# ---- alarm_ctrl ----
## config.mk

```make
export PLATFORM = sky130hd
export DESIGN_NAME = alarm_ctrl
export DESIGN_NICKNAME = d
export VERILOG_FILES = /design/src/rtl/alarm_pkg.sv /design/src/rtl/edge_pulse.sv /design/src/rtl/alarm_ctrl.sv
export SDC_FILE = /design/constraint.sdc
export NUM_CORES = 1
export LEC_CHECK = 0
export CORE_MARGIN = 2
export CORE_UTILIZATION = 49
export CTS_CLUSTER_DIAMETER = 100
export DETAILED_ROUTE_END_ITERATION = 12
export PLACE_DENSITY = 0.79
export SLEW_MARGIN = 25
export SYNTH_ARGS = -nofsm -noshare
export SYNTH_HDL_FRONTEND = slang
export SYNTH_HIERARCHICAL = 1
export SYNTH_SLANG_ARGS = --single-unit
export TNS_END_PERCENT = 1
```

## constraint.sdc

```tcl
create_clock -name clock -period 2 [get_ports clock]
set_input_delay 0.6 -clock clock [delete_from_list [all_inputs] [get_ports clock]]
set_output_delay 0.6 -clock clock [all_outputs]
set_load 0.01 [all_outputs]
```

## src/rtl/alarm_pkg.sv

```systemverilog
// rtl/alarm_pkg.sv - state encoding, wrap constants and time helpers for alarm_ctrl
package alarm_pkg;

  typedef enum logic [1:0] {
    IDLE    = 2'd0,
    ARMED   = 2'd1,
    RINGING = 2'd2,
    SNOOZE  = 2'd3
  } alarm_state_t;

  localparam logic [5:0] MINUTE_MAX = 6'd59;
  localparam logic [4:0] HOUR_MAX   = 5'd23;

  function automatic logic [4:0] next_hour(input logic [4:0] h);
    return (h >= HOUR_MAX) ? 5'd0 : h + 5'd1;
  endfunction

  function automatic logic [5:0] next_minute(input logic [5:0] m);
    return (m >= MINUTE_MAX) ? 6'd0 : m + 6'd1;
  endfunction

  // Returns {hours, minutes} of h:m advanced by inc minutes (inc < 60).
  function automatic logic [10:0] add_minutes(input logic [4:0] h, input logic [5:0] m,
                                              input logic [5:0] inc);
    logic [6:0] sum;
    logic [4:0] nh;
    sum = {1'b0, m} + {1'b0, inc};
    nh  = h;
    if (sum > {1'b0, MINUTE_MAX}) begin
      sum = sum - 7'd60;
      nh  = next_hour(h);
    end
    return {nh, sum[5:0]};
  endfunction

endpackage

```

## src/rtl/edge_pulse.sv

```systemverilog
// rtl/edge_pulse.sv - registered one-cycle pulse on the rising edge of a level input
module edge_pulse (
  input  logic clock,
  input  logic reset_n,
  input  logic level,
  output logic pulse
);

  logic level_q;

  always_ff @(posedge clock or negedge reset_n) begin
    if (!reset_n) begin
      level_q <= 1'b0;
      pulse   <= 1'b0;
    end else begin
      level_q <= level;
      pulse   <= level & ~level_q;
    end
  end

endmodule

```

## src/rtl/alarm_ctrl.sv

```systemverilog
// rtl/alarm_ctrl.sv - alarm clock controller: alarm set, match, ring timeout, snooze
// Snooze state and target registers exist only when ALARM_SNOOZE_EN is defined.
module alarm_ctrl
  import alarm_pkg::*;
#(
  parameter int unsigned RING_SECONDS   = 60,
  parameter int unsigned SNOOZE_MINUTES = 5
) (
  input  logic       clock,
  input  logic       reset_n,
  input  logic [5:0] seconds,
  input  logic [5:0] minutes,
  input  logic [4:0] hours,
  input  logic       arm,
  input  logic       set_h,
  input  logic       set_m,
  input  logic       stop,
  input  logic       snooze,
  output logic [4:0] alarm_hours,
  output logic [5:0] alarm_minutes,
  output logic [1:0] state,
  output logic       ringing,
  output logic       buzzer
);

  localparam int CNT_W = $clog2(RING_SECONDS + 1);
  localparam logic [CNT_W-1:0] RING_LAST = CNT_W'(RING_SECONDS);

  alarm_state_t     state_q, state_next;
  logic [CNT_W-1:0] ring_cnt, cnt_next;
  logic [5:0]       seconds_q;
  logic             sec_strobe, at_alarm;
  logic             set_h_p, set_m_p, stop_p, snooze_p;

  edge_pulse u_set_h  (.clock(clock), .reset_n(reset_n), .level(set_h),  .pulse(set_h_p));
  edge_pulse u_set_m  (.clock(clock), .reset_n(reset_n), .level(set_m),  .pulse(set_m_p));
  edge_pulse u_stop   (.clock(clock), .reset_n(reset_n), .level(stop),   .pulse(stop_p));
  edge_pulse u_snooze (.clock(clock), .reset_n(reset_n), .level(snooze), .pulse(snooze_p));

  assign sec_strobe = (seconds != seconds_q);
  assign at_alarm   = (hours == alarm_hours) && (minutes == alarm_minutes) && (seconds == 6'd0);

`ifdef ALARM_SNOOZE_EN
  localparam logic [5:0] SNOOZE_INC = 6'(SNOOZE_MINUTES);
  logic [4:0]  tgt_h;
  logic [5:0]  tgt_m;
  logic [10:0] tgt_next;
  logic        at_target;
  assign at_target = (hours == tgt_h) && (minutes == tgt_m) && (seconds == 6'd0);
`else
  logic unused_snooze;
  assign unused_snooze = snooze_p;
`endif

  always_comb begin
    state_next = state_q;
    cnt_next   = ring_cnt;
`ifdef ALARM_SNOOZE_EN
    tgt_next   = {tgt_h, tgt_m};
`endif
    if (!arm) begin
      state_next = IDLE;
    end else begin
      case (state_q)
        IDLE: state_next = ARMED;
        ARMED: begin
          if (sec_strobe && at_alarm) begin
            state_next = RINGING;
            cnt_next   = '0;
          end
        end
        RINGING: begin
          if (stop_p) begin
            state_next = ARMED;
`ifdef ALARM_SNOOZE_EN
          end else if (snooze_p) begin
            state_next = SNOOZE;
            tgt_next   = add_minutes(hours, minutes, SNOOZE_INC);
`endif
          end else if (sec_strobe) begin
            cnt_next = ring_cnt + CNT_W'(1);
            if (cnt_next == RING_LAST) state_next = ARMED;
          end
        end
        SNOOZE: begin
`ifdef ALARM_SNOOZE_EN
          if (stop_p) begin
            state_next = ARMED;
          end else if (sec_strobe && at_target) begin
            state_next = RINGING;
            cnt_next   = '0;
          end
`else
          state_next = IDLE;
`endif
        end
      endcase
    end
  end

  always_ff @(posedge clock or negedge reset_n) begin
    if (!reset_n) begin
      state_q       <= IDLE;
      ring_cnt      <= '0;
      seconds_q     <= 6'd0;
      alarm_hours   <= 5'd0;
      alarm_minutes <= 6'd0;
      ringing       <= 1'b0;
      buzzer        <= 1'b0;
    end else begin
      state_q   <= state_next;
      ring_cnt  <= cnt_next;
      seconds_q <= seconds;
      ringing   <= (state_next == RINGING);
      buzzer    <= ringing & seconds[0];
      // Alarm time is only editable while nothing is ringing or pending.
      if (state_q == IDLE || state_q == ARMED) begin
        if (set_h_p) alarm_hours   <= next_hour(alarm_hours);
        if (set_m_p) alarm_minutes <= next_minute(alarm_minutes);
      end
    end
  end

`ifdef ALARM_SNOOZE_EN
  always_ff @(posedge clock or negedge reset_n) begin
    if (!reset_n) begin
      tgt_h <= 5'd0;
      tgt_m <= 6'd0;
    end else begin
      {tgt_h, tgt_m} <= tgt_next;
    end
  end
`endif

  assign state = state_q;

endmodule

```

# ---- load_store_unit ----
$ cat src/rtl/load_store_unit.sv
// Memory-access stage that sits after the ALU. It captures one load or store
// request, validates it, drives a ready-handshaked data-memory port and returns
// the extended load data. The core is stalled while the access is outstanding.
module load_store_unit #(
  parameter int TIMEOUT_CYCLES = 16,
  parameter int CNT_WIDTH      = 5
) (
  input  logic        clk,
  input  logic        reset,
  input  logic        start,
  input  logic        memRead,
  input  logic        memWrite,
  input  logic [2:0]  funct3,
  input  logic [31:0] aluResult,
  input  logic [31:0] writeData,
  output logic        stall,
  output logic        done,
  output logic [31:0] readData,
  output logic        misaligned,
  output logic        illegal,
  output logic        busError,
  output logic        memReq,
  output logic        memWe,
  output logic [31:0] memAddr,
  output logic [31:0] memWdata,
  output logic [3:0]  memBe,
  input  logic        memReady,
  input  logic [31:0] memRdata
);

  localparam logic [1:0] S_IDLE = 2'd0;
  localparam logic [1:0] S_REQ  = 2'd1;
  localparam logic [1:0] S_RESP = 2'd2;

  localparam logic [CNT_WIDTH-1:0] TIMEOUT_LIM = CNT_WIDTH'(TIMEOUT_CYCLES);

  logic [1:0]           state_q, state_d;
  logic [CNT_WIDTH-1:0] cnt_q, cnt_d;
  logic [31:0]          addr_q, addr_d;
  logic [1:0]           off_q, off_d;
  logic [2:0]           f3_q, f3_d;
  logic                 we_q, we_d;
  logic [31:0]          wdata_q, wdata_d;
  logic [3:0]           be_q, be_d;
  logic [31:0]          rdata_q, rdata_d;
  logic                 mis_q, mis_d;
  logic                 ill_q, ill_d;
  logic                 berr_q, berr_d;

  logic                 req_valid;
  logic                 req_illegal;
  logic                 req_misaligned;
  logic [3:0]           fmt_be;
  logic [31:0]          fmt_wdata;
  logic [7:0]           byte_sel;
  logic [15:0]          half_sel;
  logic [31:0]          load_val;
  logic [CNT_WIDTH-1:0] cnt_inc;

  // Decode the incoming request: legality, alignment and store lane formatting.
  always_comb begin
    req_valid      = start & (memRead | memWrite);
    req_illegal    = (memRead & memWrite)
                   | (memWrite & funct3[2])
                   | (funct3 == 3'b011)
                   | (funct3[2] & funct3[1]);
    req_misaligned = ((funct3[1:0] == 2'b01) & aluResult[0])
                   | ((funct3 == 3'b010) & (aluResult[1:0] != 2'b00));
    case (funct3[1:0])
      2'b00: begin
        fmt_be    = 4'b0001 << aluResult[1:0];
        fmt_wdata = {4{writeData[7:0]}};
      end
      2'b01: begin
        fmt_be    = aluResult[1] ? 4'b1100 : 4'b0011;
        fmt_wdata = {2{writeData[15:0]}};
      end
      default: begin
        fmt_be    = 4'b1111;
        fmt_wdata = writeData;
      end
    endcase
  end

  // Pick the addressed byte/half out of the returned word and extend it.
  always_comb begin
    byte_sel = memRdata[{off_q, 3'b000} +: 8];
    half_sel = memRdata[{off_q[1], 4'b0000} +: 16];
    case (f3_q)
      3'b000:  load_val = {{24{byte_sel[7]}}, byte_sel};
      3'b001:  load_val = {{16{half_sel[15]}}, half_sel};
      3'b100:  load_val = {24'd0, byte_sel};
      3'b101:  load_val = {16'd0, half_sel};
      default: load_val = memRdata;
    endcase
  end

  // Access sequencing: capture in IDLE, handshake in REQ, one-cycle report in RESP.
  always_comb begin
    state_d = state_q;
    cnt_d   = cnt_q;
    addr_d  = addr_q;
    off_d   = off_q;
    f3_d    = f3_q;
    we_d    = we_q;
    wdata_d = wdata_q;
    be_d    = be_q;
    rdata_d = rdata_q;
    mis_d   = mis_q;
    ill_d   = ill_q;
    berr_d  = berr_q;
    cnt_inc = cnt_q + 1'b1;
    case (state_q)
      S_IDLE: begin
        if (req_valid) begin
          addr_d  = {aluResult[31:2], 2'b00};
          off_d   = aluResult[1:0];
          f3_d    = funct3;
          we_d    = memWrite;
          wdata_d = fmt_wdata;
          be_d    = fmt_be;
          cnt_d   = '0;
          if (req_illegal) begin
            ill_d   = 1'b1;
            state_d = S_RESP;
          end else if (req_misaligned) begin
            mis_d   = 1'b1;
            state_d = S_RESP;
          end else begin
            state_d = S_REQ;
          end
        end
      end
      S_REQ: begin
        if (memReady) begin
          if (!we_q) rdata_d = load_val;
          state_d = S_RESP;
        end else begin
          cnt_d = cnt_inc;
          // A zero limit means wait for the bus forever.
          if ((TIMEOUT_CYCLES != 0) && (cnt_inc == TIMEOUT_LIM)) begin
            berr_d  = 1'b1;
            state_d = S_RESP;
          end
        end
      end
      S_RESP: begin
        mis_d   = 1'b0;
        ill_d   = 1'b0;
        berr_d  = 1'b0;
        state_d = S_IDLE;
      end
      default: state_d = S_IDLE;
    endcase
  end

  // State and datapath registers with synchronous reset.
  always_ff @(posedge clk) begin
    if (reset) begin
      state_q <= S_IDLE;
      cnt_q   <= '0;
      addr_q  <= '0;
      off_q   <= '0;
      f3_q    <= '0;
      we_q    <= 1'b0;
      wdata_q <= '0;
      be_q    <= '0;
      rdata_q <= '0;
      mis_q   <= 1'b0;
      ill_q   <= 1'b0;
      berr_q  <= 1'b0;
    end else begin
      state_q <= state_d;
      cnt_q   <= cnt_d;
      addr_q  <= addr_d;
      off_q   <= off_d;
      f3_q    <= f3_d;
      we_q    <= we_d;
      wdata_q <= wdata_d;
      be_q    <= be_d;
      rdata_q <= rdata_d;
      mis_q   <= mis_d;
      ill_q   <= ill_d;
      berr_q  <= berr_d;
    end
  end

  // The stall covers the request cycle itself so the core holds its PC immediately.
  assign stall      = ((state_q == S_IDLE) & start & (memRead | memWrite)) | (state_q == S_REQ);
  assign done       = (state_q == S_RESP);
  assign memReq     = (state_q == S_REQ);
  assign memWe      = we_q & (state_q == S_REQ);
  assign memAddr    = addr_q;
  assign memWdata   = wdata_q;
  assign memBe      = be_q;
  assign readData   = rdata_q;
  assign misaligned = mis_q;
  assign illegal    = ill_q;
  assign busError   = berr_q;

endmodule

$ cat config.mk
export PLATFORM = sky130hd
export DESIGN_NAME = load_store_unit
export DESIGN_NICKNAME = d
export VERILOG_FILES = /design/src/rtl/load_store_unit.sv
export SDC_FILE = /design/constraint.sdc
export NUM_CORES = 1
export LEC_CHECK = 0
export ABC_AREA = 1
export CORE_ASPECT_RATIO = 1.5
export CORE_MARGIN = 4
export CORE_UTILIZATION = 47
export DETAILED_ROUTE_END_ITERATION = 8
export PLACE_DENSITY = 0.83
export SYNTH_ARGS = -nofsm -noshare
export SYNTH_HDL_FRONTEND = slang
export SYNTH_SLANG_ARGS = --single-unit
$ cat constraint.sdc
create_clock -name clk -period 3.53 [get_ports clk]
set_input_delay 0.8825 -clock clk [delete_from_list [all_inputs] [get_ports clk]]
set_output_delay 0.8825 -clock clk [all_outputs]
set_load 0.005 [all_outputs]
# ---- wb_stage_param ----
$ cat src/rtl/wb_stage_param.sv
// ============================================================================
// Module : wb_stage_param
// Registered writeback: source select, sub-word load extension, RF strobe,
//          retired-instruction counter. Optional forwarding via WB_BYPASS_EN.
// Rev    : 1.0  initial release
// ============================================================================
`default_nettype none

module wb_stage_param #(
   parameter int                 DATA_W     = 32,
   parameter int                 REG_ADDR_W = 5,
   parameter int                 STATE_W    = 6,
   parameter logic [STATE_W-1:0] WB_STATE   = 6'b100000,
   parameter int                 CNT_W      = 32
) (
   input  logic                  clk,
   input  logic                  reset,
   input  logic [STATE_W-1:0]    state,
   input  logic [DATA_W-1:0]     Readdata,
   input  logic [DATA_W-1:0]     AluResult,
   input  logic [DATA_W-1:0]     PcPlus4,
   input  logic [1:0]            WbSel,
   input  logic [1:0]            LoadSize,
   input  logic                  LoadUnsigned,
   input  logic                  RegWriteEn,
   input  logic [REG_ADDR_W-1:0] DestReg,
   output logic [DATA_W-1:0]     writedata,
   output logic [REG_ADDR_W-1:0] writereg,
   output logic                  regwrite,
   output logic                  wb_done,
   output logic [CNT_W-1:0]      instret
`ifdef WB_BYPASS_EN
   ,
   output logic                  byp_valid,
   output logic [REG_ADDR_W-1:0] byp_reg,
   output logic [DATA_W-1:0]     byp_data
`endif
);

   localparam int OFF_W = $clog2(DATA_W / 8);

   logic                  in_wb_q,     in_wb_d;
   logic [DATA_W-1:0]     writedata_q, writedata_d;
   logic [REG_ADDR_W-1:0] writereg_q,  writereg_d;
   logic                  regwrite_q,  regwrite_d;
   logic                  wb_done_q,   wb_done_d;
   logic [CNT_W-1:0]      instret_q,   instret_d;

   logic                  in_wb;
   logic                  entry;
   logic [OFF_W-1:0]      byte_lane;
   logic [OFF_W-2:0]      half_lane;
   logic [7:0]            byte_val;
   logic [15:0]           half_val;
   logic [DATA_W-1:0]     mem_val;
   logic [DATA_W-1:0]     result;
   logic                  commit;

   always_comb begin
      in_wb     = (state == WB_STATE);
      entry     = in_wb & ~in_wb_q;
      byte_lane = AluResult[OFF_W-1:0];
      half_lane = AluResult[OFF_W-1:1];
      byte_val  = Readdata[{byte_lane, 3'b000} +: 8];
      half_val  = Readdata[{half_lane, 4'b0000} +: 16];

      case (LoadSize)
         2'b10:   mem_val = LoadUnsigned ? {{(DATA_W-8){1'b0}}, byte_val}
                                         : {{(DATA_W-8){byte_val[7]}}, byte_val};
         2'b01:   mem_val = LoadUnsigned ? {{(DATA_W-16){1'b0}}, half_val}
                                         : {{(DATA_W-16){half_val[15]}}, half_val};
         default: mem_val = Readdata;
      endcase

      case (WbSel)
         2'b01:   result = mem_val;
         2'b10:   result = PcPlus4;
         default: result = AluResult;
      endcase

      commit = RegWriteEn & (DestReg != '0);
   end

   // Strobes fall back to 0 every non-entry cycle; data/address hold.
   always_comb begin
      in_wb_d     = in_wb;
      writedata_d = writedata_q;
      writereg_d  = writereg_q;
      regwrite_d  = 1'b0;
      wb_done_d   = 1'b0;
      instret_d   = instret_q;
      if (entry) begin
         writedata_d = result;
         writereg_d  = DestReg;
         regwrite_d  = commit;
         wb_done_d   = 1'b1;
         instret_d   = instret_q + CNT_W'(1);
      end
   end

   always_ff @(posedge clk) begin
      if (reset) begin
         in_wb_q     <= 1'b0;
         writedata_q <= '0;
         writereg_q  <= '0;
         regwrite_q  <= 1'b0;
         wb_done_q   <= 1'b0;
         instret_q   <= '0;
      end else begin
         in_wb_q     <= in_wb_d;
         writedata_q <= writedata_d;
         writereg_q  <= writereg_d;
         regwrite_q  <= regwrite_d;
         wb_done_q   <= wb_done_d;
         instret_q   <= instret_d;
      end
   end

   assign writedata = writedata_q;
   assign writereg  = writereg_q;
   assign regwrite  = regwrite_q;
   assign wb_done   = wb_done_q;
   assign instret   = instret_q;

`ifdef WB_BYPASS_EN
   logic                  byp_valid_q, byp_valid_d;
   logic [REG_ADDR_W-1:0] byp_reg_q,   byp_reg_d;
   logic [DATA_W-1:0]     byp_data_q,  byp_data_d;

   // Only committed writes are worth forwarding to decode.
   always_comb begin
      byp_valid_d = byp_valid_q;
      byp_reg_d   = byp_reg_q;
      byp_data_d  = byp_data_q;
      if (entry && commit) begin
         byp_valid_d = 1'b1;
         byp_reg_d   = DestReg;
         byp_data_d  = result;
      end
   end

   always_ff @(posedge clk) begin
      if (reset) begin
         byp_valid_q <= 1'b0;
         byp_reg_q   <= '0;
         byp_data_q  <= '0;
      end else begin
         byp_valid_q <= byp_valid_d;
         byp_reg_q   <= byp_reg_d;
         byp_data_q  <= byp_data_d;
      end
   end

   assign byp_valid = byp_valid_q;
   assign byp_reg   = byp_reg_q;
   assign byp_data  = byp_data_q;
`endif

endmodule

`default_nettype wire

$ cat config.mk
export PLATFORM = sky130hd
export DESIGN_NAME = wb_stage_param
export DESIGN_NICKNAME = d
export VERILOG_FILES = /design/src/rtl/wb_stage_param.sv
export SDC_FILE = /design/constraint.sdc
export NUM_CORES = 1
export LEC_CHECK = 0
export ABC_AREA = 1
export CORE_MARGIN = 4
export CORE_UTILIZATION = 44
export DETAILED_ROUTE_END_ITERATION = 10
export PLACE_DENSITY = 0.81
export RECOVER_POWER = 100
export SYNTH_ARGS = -nofsm -noshare
export SYNTH_HDL_FRONTEND = slang
export SYNTH_SLANG_ARGS = --single-unit
$ cat constraint.sdc
create_clock -name clk -period 1.66 [get_ports clk]
set_input_delay 0.249 -clock clk [delete_from_list [all_inputs] [get_ports clk]]
set_output_delay 0.249 -clock clk [all_outputs]
set_load 0.01 [all_outputs]
# ---- mesh_out_arbiter ----
`config.mk`:
```
export PLATFORM = sky130hd
export DESIGN_NAME = mesh_out_arbiter
export DESIGN_NICKNAME = d
export VERILOG_FILES = /design/src/rtl/mesh_out_arbiter_pkg.sv /design/src/rtl/mesh_out_arbiter_rr_arbiter.sv /design/src/rtl/mesh_out_arbiter.sv
export SDC_FILE = /design/constraint.sdc
export NUM_CORES = 1
export LEC_CHECK = 0
export CORE_AREA = 2 2 303 305
export CTS_CLUSTER_SIZE = 12
export DETAILED_ROUTE_END_ITERATION = 10
export DIE_AREA = 0 0 305 307
export PLACE_DENSITY = 0.4
export SYNTH_ARGS = -nofsm -noshare
export SYNTH_HDL_FRONTEND = slang
export SYNTH_SLANG_ARGS = --single-unit
```
`constraint.sdc`:
```
create_clock -name clk -period 9 [get_ports clk]
set_input_delay 0.9 -clock clk [delete_from_list [all_inputs] [get_ports clk]]
set_output_delay 0.9 -clock clk [all_outputs]
set_load 0.02 [all_outputs]
```
`src/rtl/mesh_out_arbiter_pkg.sv`:
```
// ---------------------------------------------------------------------------
// Mesh -- shared types for the 2D mesh router.
//
// Contents:
//   NUM_PORTS  number of router ports (Local, North, East, South, West)
//   Dir        port / direction encoding, also used as the input index
//   Address    64-bit destination address carrying the x/y tile coordinates
//   Packet     128-bit flit; read and write views share the address field,
//              so the destination always sits in the top 64 bits
//   route_xy   dimension-ordered (X first, then Y) routing decision
// ---------------------------------------------------------------------------
package Mesh;

   localparam int NUM_PORTS = 5;

   typedef enum logic [2:0] {
      DIR_LOCAL = 3'd0,
      DIR_NORTH = 3'd1,
      DIR_EAST  = 3'd2,
      DIR_SOUTH = 3'd3,
      DIR_WEST  = 3'd4
   } Dir;

   typedef logic [14:0] Coord;

   // x and y occupy the low 30 bits of the address; the remaining bits are
   // the byte offset inside the destination tile and play no part in routing.
   typedef struct packed {
      logic [33:0] offset;
      Coord        y;
      Coord        x;
   } Address;

   typedef struct packed {
      Address      address;
      logic [31:0] tag;
      logic [31:0] len;
   } ReadReq;

   typedef struct packed {
      Address      address;
      logic [63:0] data;
   } WriteReq;

   // Both views start with the address, so either member can be used to
   // read the destination without looking at a type tag.
   typedef union packed {
      ReadReq  read;
      WriteReq write;
   } Packet;

   // XY routing with unsigned 15-bit compares: resolve x first, then y,
   // and deliver locally once both match.
   function automatic Dir route_xy(Address dst, logic [14:0] x, logic [14:0] y);
      Dir d;
      if (dst.x > x)
         d = DIR_EAST;
      else if (dst.x < x)
         d = DIR_WEST;
      else if (dst.y > y)
         d = DIR_NORTH;
      else if (dst.y < y)
         d = DIR_SOUTH;
      else
         d = DIR_LOCAL;
      return d;
   endfunction

endpackage

```
`src/rtl/mesh_out_arbiter_rr_arbiter.sv`:
```
// ---------------------------------------------------------------------------
// rr_arbiter -- round-robin arbiter with an internal priority pointer.
//
// The grant goes to the first requester found scanning rr, rr+1, ... modulo
// N. The pointer moves to (adv_idx + 1) mod N only when the owner reports
// that the grant was actually consumed, so a grant that is not taken (for
// example under backpressure) keeps its priority.
//
// Ports:
//   clk        clock
//   rst_n      synchronous active-low reset; clears the pointer to 0
//   req        per-requester request
//   advance    a transfer happened this cycle
//   adv_idx    index that was served (pointer moves just past it)
//   grant      one-hot grant (all zero when nothing is requested)
//   grant_idx  binary index of the granted requester (0 when none)
// ---------------------------------------------------------------------------
module rr_arbiter #(
   parameter  int N  = 5,
   localparam int IW = (N > 1) ? $clog2(N) : 1
) (
   input  logic          clk,
   input  logic          rst_n,
   input  logic [N-1:0]  req,
   input  logic          advance,
   input  logic [IW-1:0] adv_idx,
   output logic [N-1:0]  grant,
   output logic [IW-1:0] grant_idx
);

   // One spare bit so rr + offset cannot overflow before the wrap.
   localparam logic [IW:0]   N_W   = (IW+1)'(N);
   localparam logic [IW-1:0] LAST  = IW'(N - 1);

   logic [IW-1:0] rr;
   logic [IW:0]   scan;
   logic          found;

   // NOTE: every variable written here gets a default before any branch,
   // otherwise a path that skips the assignment would infer a latch.
   always_comb begin
      grant     = '0;
      grant_idx = '0;
      found     = 1'b0;
      scan      = '0;
      for (int off = 0; off < N; off++) begin
         scan = {1'b0, rr} + (IW+1)'(off);
         if (scan >= N_W)
            scan = scan - N_W;
         if (!found && req[scan[IW-1:0]]) begin
            found     = 1'b1;
            grant_idx = scan[IW-1:0];
         end
      end
      if (found)
         grant[grant_idx] = 1'b1;
   end

   // NOTE: state registers use non-blocking assignments so every flop
   // samples its inputs from the same edge regardless of statement order.
   always_ff @(posedge clk) begin
      if (!rst_n)
         rr <= '0;
      else if (advance)
         rr <= (adv_idx == LAST) ? '0 : adv_idx + 1'b1;
   end

endmodule

```
`src/rtl/mesh_out_arbiter.sv`:
```
// ---------------------------------------------------------------------------
// mesh_out_arbiter -- scheduler for one output direction of a mesh router.
//
// Every input packet is routed with XY routing; inputs whose route matches
// OUT_DIR compete in a round-robin arbiter, and the winner is moved into a
// single-entry output register. A router instantiates one of these per
// output direction, all fed from the same input buses.
//
// Parameters:
//   NUM_IN   number of input ports, indexed by the Dir encoding
//   OUT_DIR  direction driven by this instance
//   X_COORD  this router's x coordinate
//   Y_COORD  this router's y coordinate
//
// Ports:
//   clk         clock
//   rst_n       synchronous active-low reset
//   in_valid    per-input packet valid
//   in_packet   per-input packet
//   in_ready    per-input accept, at most one bit set (combinational)
//   out_valid   output register holds a packet
//   out_ready   downstream accepts the output packet
//   out_packet  registered packet
//   out_src     input that supplied out_packet
// ---------------------------------------------------------------------------
module mesh_out_arbiter
   import Mesh::*;
#(
   parameter int          NUM_IN  = NUM_PORTS,
   parameter Dir          OUT_DIR = DIR_EAST,
   parameter logic [14:0] X_COORD = 15'd0,
   parameter logic [14:0] Y_COORD = 15'd0
) (
   input  logic                clk,
   input  logic                rst_n,
   input  logic [NUM_IN-1:0]   in_valid,
   input  Packet [NUM_IN-1:0]  in_packet,
   output logic [NUM_IN-1:0]   in_ready,
   output logic                out_valid,
   input  logic                out_ready,
   output Packet               out_packet,
   output Dir                  out_src
);

   localparam int IW = (NUM_IN > 1) ? $clog2(NUM_IN) : 1;

   logic [NUM_IN-1:0] eligible;
   logic [NUM_IN-1:0] grant;
   logic [IW-1:0]     grant_idx;
   logic              can_load;
   logic              xfer;

   // Route compare per input. The read view is used to pick the address;
   // the write view aliases the same bits.
   for (genvar gi = 0; gi < NUM_IN; gi++) begin : g_route
      assign eligible[gi] = in_valid[gi] &&
         (route_xy(in_packet[gi].read.address, X_COORD, Y_COORD) == OUT_DIR);
   end

   rr_arbiter #(
      .N (NUM_IN)
   ) u_rr (
      .clk       (clk),
      .rst_n     (rst_n),
      .req       (eligible),
      .advance   (xfer),
      .adv_idx   (grant_idx),
      .grant     (grant),
      .grant_idx (grant_idx)
   );

   // The register can take a new packet when it is empty or being drained
   // this same cycle. The grant is masked during reset because out_valid is
   // already 0 then and would otherwise let a request through.
   assign can_load = !out_valid || out_ready;
   assign in_ready = (rst_n && can_load) ? grant : '0;

   // A granted input is always valid, so any in_ready bit is a transfer.
   assign xfer = |in_ready;

   // NOTE: the whole output register is reset, data included, so out_packet
   // reads as zero after reset instead of holding stale traffic.
   always_ff @(posedge clk) begin
      if (!rst_n) begin
         out_valid  <= 1'b0;
         out_packet <= '0;
         out_src    <= DIR_LOCAL;
      end else if (xfer) begin
         out_valid  <= 1'b1;
         out_packet <= in_packet[grant_idx];
         out_src    <= Dir'(3'(grant_idx));
      end else if (out_ready) begin
         // Drain without refill: data and source are left as they were.
         out_valid  <= 1'b0;
      end
   end

endmodule

```
==> load_store_unit/gate_families.png <==
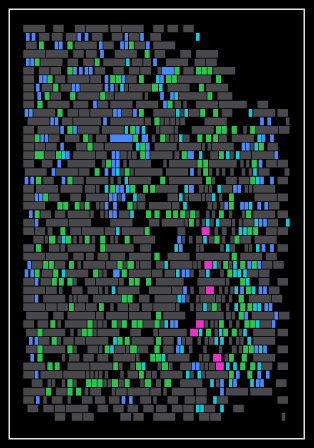
colour	family	cells	most used
magenta	AND-OR and OR-AND gates	7	o21a_1
blue	NOR gates	148	nor2_1
cyan	inverters	89	inv_1
green	inverting AOI/OAI gates	186	o21ai_0

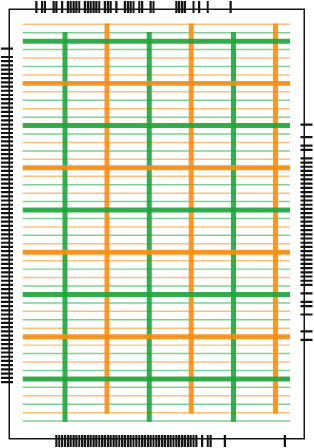
(load_store_unit/pdn.png)
Pins as bars on the die edge.
colour	net
orange	VDD
green	VSS
rows	47
met4 straps	6
signal pins	212

==> results.json, load_store_unit <==
{
  "outcome": "finished clean",
  "ir_drop_uv": 413.5,
  "cts.sinks": 114,
  "die_y_um": 137.9,
  "maxCapViolCount": 0,
  "gp_congestion": 0.9882,
  "timing.rr.start": "state_q[0]",
  "grt_antenna_before_repair": 1,
  "xor_area_frac": 0,
  "syn_to_final_growth_pct": 52.63,
  "crit_family": "buffers and inverters",
  "root_buffer": "clkbuf_16",
  "vias": 5798,
  "post_cts_buffers": 0,
  "finalSetupTns_ns": 0,
  "fin_nets": 1102,
  "power_density_mw_per_mm2": 500.3,
  "drtAntennaViolNets": 0,
  "drive_gt1_frac": 0.05253,
  "htreeDepth": 4,
  "dpl.hpwl_um": 12660,
  "ys_area_sq_mm": 0.005285,
  "mostFrequentLayoutCell": "clkdlybuf4s50_1",
  "adder_share": 0.002367,
  "reg2reg_depth": 8
}
load_store_unit: layout make-up:
type	count	area, sq um
clock buffer	23	498.0
clock inverter	9	150.1
fill	940	2930
inverter	89	334.1
multi-input combinational	556	2464
sequential	114	2282
tap	147	183.9
timing repair buffer	218	2155
load_store_unit: worst reg2reg max path, stage by stage (launching register included):
cell	delay (ns)
dfxtp_1	0.37
nor2_2	0.17
inv_2	0.09
nor2_8	0.12
buf_4	0.58
nand2_1	0.49
nand2_1	0.15
o21ai_1	0.09
a21oi_1	0.19
load_store_unit: metal layers:
metal  routed length (um)  vias to the layer above  GRT usage
li1                     -                     2930          -
met1                 6445                     2594     0.2790
met2                 8805                      232     0.4759
met3                 1648                       40     0.1167
met4                  671                        2     0.1276
met5                   13                        -          0
load_store_unit: state kept, by name (all words and copies together) (netlist names), 2 cells and up:
signal,count
memWdata,32
readData,32
memAddr,30
cnt_q,5
memBe,4
f3_q,3
off_q,2
state_q,2
load_store_unit: where the power goes:
group / switching [uW] / internal [uW] / total [uW]
Combinational: 371 / 361 / 731
Sequential: 56.7 / 1390 / 1440
Clock: 590 / 1270 / 1860
Total: 1020 / 3020 / 4040
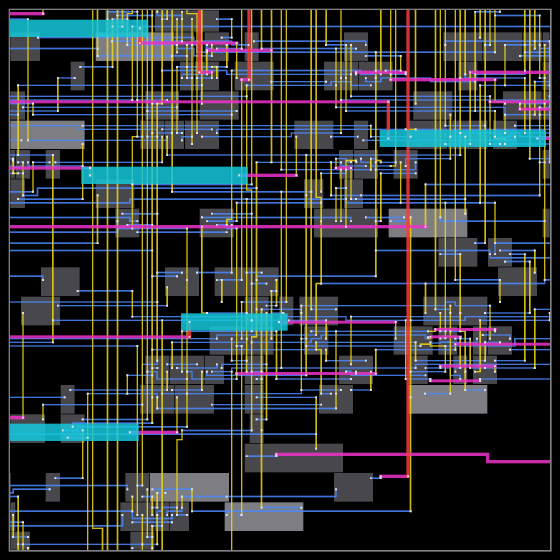
(mesh_out_arbiter/zoom.png)
Window x 51 to 101, y 205 to 255 um. Cells in grey, sequential cells in the stronger grey; small squares are vias.
colour	layer
red	met4
cyan	met5
blue	met1
magenta	met3
yellow	met2
netlist names of flops here include	`out_packet` (6)
most frequent	clkdlybuf4s50_1 (21), a31oi_1 (20), inv_1 (8)
cells with their middle in the window	91
sequential cells in the window	6

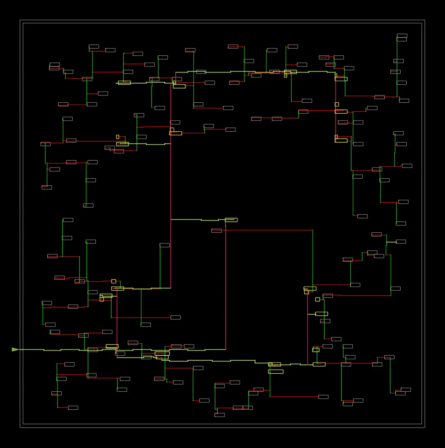
(mesh_out_arbiter/final_clocks.png)
flop count: 135
number of clock buffers in the layout: 19
clock skew: 0.01007 ns

==> results.json, mesh_out_arbiter <==
{
  "outcome": "finished clean",
  "ir_drop_uv": 618.1,
  "overflow": 0,
  "xor_area_frac": 0.001173,
  "vias_per_cell": 5.428,
  "grt_pass1_vias": 20390,
  "drive_gt1_frac": 0.05004,
  "tool_warnings": 40,
  "timing.rr.start": "u_rr.rr[0]",
  "htreeDepth": 4,
  "ios": 785,
  "worstSkewPairLatency_ns": 0.50,
  "syn_to_final_growth_pct": 61.04,
  "logic_family": "AND-OR/OR-AND gates",
  "min_period_ns": 6.967,
  "post_synth_num_cell_types": 67,
  "cp.buffers_inverters": 3,
  "ys_sh_simple": 0.1447,
  "total_power_uw": 11220,
  "syn_inst": 2039,
  "setup_violations": 0,
  "grt_first_pass_wirelength_um": 148200,
  "syn_area_per_cell_sq_um": 7.322,
  "ys.warnings.count": 0,
  "clock.fmax_mhz": 143.5
}
==> mesh_out_arbiter: power breakdown <==
group | internal [uW] | total [uW] | switching (uW)
clock | 413 | 787 | 374
sequential | 924 | 1170 | 244
combinational | 2980 | 9270 | 6290
total | 4320 | 11200 | 6910
==> mesh_out_arbiter: flip-flops by register name, summed over array words and instances, names as in the netlist <==
name,flops
out_packet,128
out_src,3
u_rr.rr,3
out_valid,1
==> mesh_out_arbiter: cell type report <==
type / count / area, sq um / area share
Tap cell: 1186 / 1484 / 0.06172
Multi-Input combinational cell: 1470 / 10580 / 0.4400
Sequential cell: 135 / 2703 / 0.1124
Timing Repair Buffer: 817 / 8138 / 0.3385
Clock inverter: 12 / 128.9 / 0.005360
Antenna cell: 8 / 20.02 / 0.0008327
Inverter: 145 / 546.8 / 0.02274
Clock buffer: 19 / 442.9 / 0.01842
==> mesh_out_arbiter: metal layers <==
metal,wire length [um],vias up
li1,-,9276
met1,42850,10100
met2,50660,1036
met3,8491,137
met4,2623,36
met5,221,-
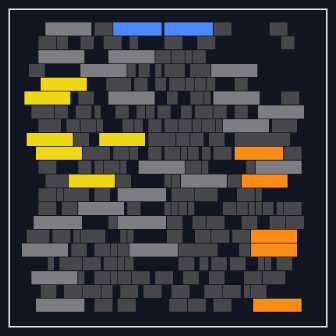
(alarm_ctrl/registers.png)
colour	name in the netlist	flops
yellow	`seconds_q`	6
orange	`alarm_hours`	5
blue	`state`	2
not coloured	20

==> results.json, alarm_ctrl <==
{
  "outcome": "finished clean",
  "critPathKind": "flip-flop to primary output",
  "first_pass_iters": 4,
  "drt-initial-drc-count": 54,
  "grt_usage": 0.2010,
  "syn_area_per_cell_sq_um": 10.93,
  "compound_area_frac": 0.08961,
  "die-area_sq_mm": 0.003873,
  "powerSeq_uw": 973,
  "holdBufCountCts": 0,
  "ys_area_sq_mm": 0.001662,
  "ys_cells": 152,
  "ir_drop_uv": 634.5,
  "power_density_mw_per_mm2": 980.9,
  "timing.rr.start": "alarm_minutes[1]",
  "drc": 0,
  "post_synth_num_cell_types": 40,
  "adder_share": 0.02259,
  "switching_share": 0.3270,
  "pwr-share-comb": 0.326,
  "drtAntennaViolNets": 0,
  "grt_max_degree": 34,
  "top_area_cell": "dfrtp_1",
  "logic_family": "simple AND/OR/NAND/NOR gates",
  "pre_cts_slack_ns": -0.4159,
  "top_cells_by_area": "dfrtp_1 50%, xor2_1 9.5%, nor2_1 3.8%"
}
==> alarm_ctrl: final timing paths <==
kind | endpoint | slack, ns
worst max-delay path | alarm_hours[2] | 0.03
worst min-delay path | u_set_h/pulse | 0.45
worst max register to register | ring_cnt[2] | 0.28
worst min register to register | u_set_h/pulse | 0.45
max in group asynchronous | alarm_hours[4] | 1.04
min in group asynchronous | ringing | 0.64
==> alarm_ctrl: stage by stage <==
stage          utilization  setup TNS, ns  instances  total power, uW
2_1_floorplan            -              0        152             1328
3_3_place_gp        0.6568         -2.439        243             1664
3_5_place_dp        0.6568         -2.735        243             1713
4_1_cts             0.6850      -0.006416        251             2253
5_1_grt             0.6922        -0.1331        251             2380
6_report            0.6922              0        251             2230
==> alarm_ctrl: final cells by class <==
cell class,count,area (sq um)
clock buffers,6,51.30
fillers,263,1011
inverters,5,18.77
well taps,46,57.56
flip-flops and latches,33,837.1
clock inverters,2,37.54
repair buffers,47,454.2
multi-input cells,112,817.0
==> alarm_ctrl: sequential cells by signal (all words and copies together) (netlist names), 2 cells and up <==
register,cells
state,2
alarm_minutes,6
ring_cnt,6
alarm_hours,5
seconds_q,6
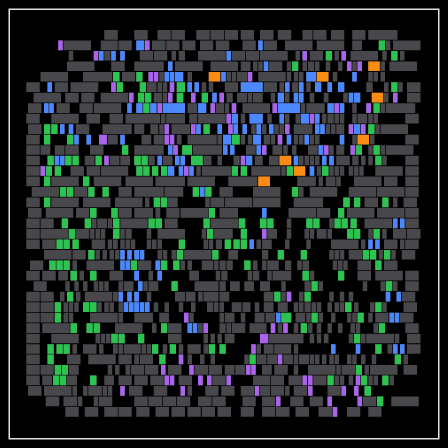
(wb_stage_param/gate_families.png)
colour	family	cells	most used
orange	XOR/XNOR gates	8	xor2_1
purple	inverters	75	inv_1
blue	NOR gates	117	nor2_1
green	inverting AOI/OAI gates	160	a21oi_1

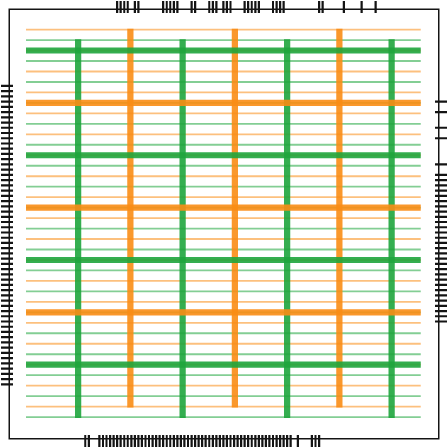
(wb_stage_param/pdn.png)
Pins as bars on the die edge.
colour	net
orange	VDD
green	VSS
met1 rails	38
rows	37
signal pins	186
met5 straps	7
met4 straps	7

==> results.json, wb_stage_param <==
{
  "tightest_slew_ns": 0.3177,
  "r2r-end": "instret[26]",
  "pre_cts_slack_ns": -0.3152,
  "dpl.hpwl_um": 13920,
  "async_reset_ff_frac": 0,
  "floorplan.core_util": 0.4536,
  "vias": 6029,
  "wirelength_um": 17860,
  "design_area_sq_mm": 0.007401,
  "outcome": "finished clean",
  "maxCapViolCount": 0,
  "edf_count": 0,
  "layout_setup_ws_ns": 0.01976,
  "synth-main-ff-cell": "dfxtp_1",
  "synthesis.nets": 934,
  "grt_usage": 0.2778,
  "p_clk_uw": 1350,
  "inverters": 75,
  "crit_chain": "clkdlybuf4s50_1 > inv_1 > ha_1 > buf_4 > nand3_1 > nand3_2 > nand2_1 > nand2_1 > nand2_1 > a21oi_1",
  "holdBufCountCts": 0,
  "clock.fmax_mhz": 609.7,
  "holdPathEnd": "regwrite"
}
-- wb_stage_param: per-layer routing --
metal,vias to the layer above,share of wire,global-route usage
li1,3038,-,-
met1,2679,0.42,0.3550
met2,274,0.47,0.4568
met3,38,0.088,0.06823
met4,0,0.027,0.09570
met5,-,0,0
-- wb_stage_param: critical path, delay by kind of cell --
kind                       cells  cell delay, ns
and+or+nand+nor                5            0.62
AOI/OAI and AO/OA              1            0.06
buffers and inverters          3            0.77
adders and majority gates      1            0.20
-- wb_stage_param: cell usage after synthesis, types with 5 or more instances --
master | count | share of area
nor3_1 | 11 | 0.012
nor2_1 | 100 | 0.080
dfxtp_1 | 72 | 0.31
a21oi_1 | 106 | 0.11
ha_1 | 5 | 0.013
xor2_1 | 7 | 0.013
nand4_1 | 7 | 0.0094
o21ai_0 | 46 | 0.049
clkbuf_1 | 30 | 0.024
inv_1 | 64 | 0.051
nand2_1 | 297 | 0.24
nand3_1 | 26 | 0.028
inv_2 | 10 | 0.0080
-- wb_stage_param: repair_timing --
action                     in CTS  in global routing
gates cloned                    0                  1
pin swaps                       0                  6
gates resized                   4                 30
setup endpoints to repair       4                 46
buffers inserted                0                  5


## Gallery

Clock nets.
image #1
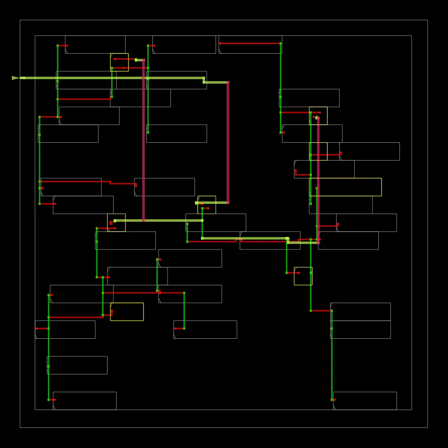
image #2
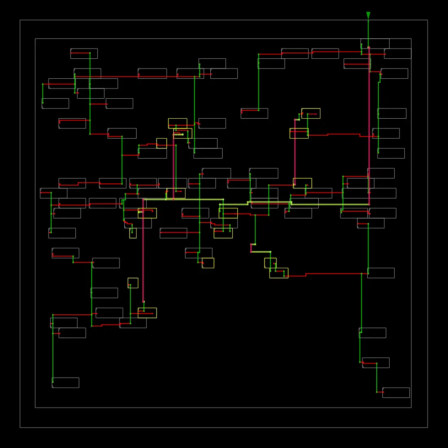
image #3
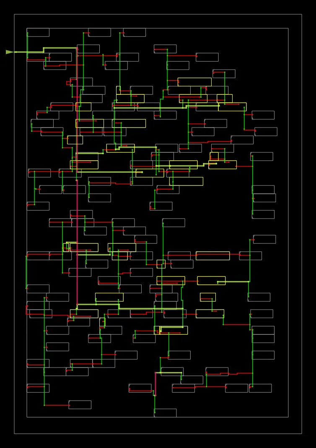
| from | picture |
|---|---|
| alarm_ctrl | image #1 |
| wb_stage_param | image #2 |
| load_store_unit | image #3 |
- most clock buffers: image #3
- fewest sequential cells: image #1


==> notes/layouts.md <==
Pictures saved along the way, in no particular order.

Sequential cells grouped by signal name.
picture 1
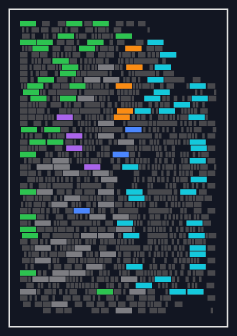
picture 2
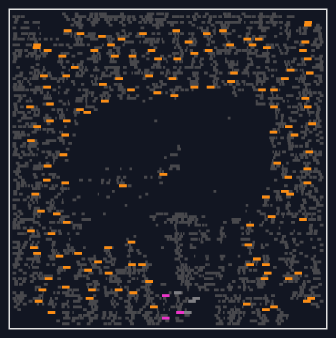
picture 3
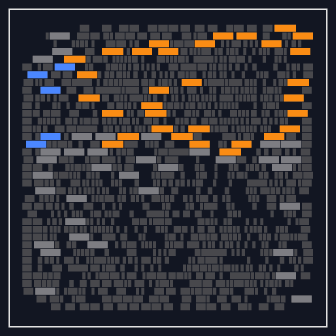
Of these, most sequential cells: picture 2
picture 3: wb_stage_param
picture 2: mesh_out_arbiter
picture 1: load_store_unit

No activity file was given, so power comes from the tool's default toggle rates.
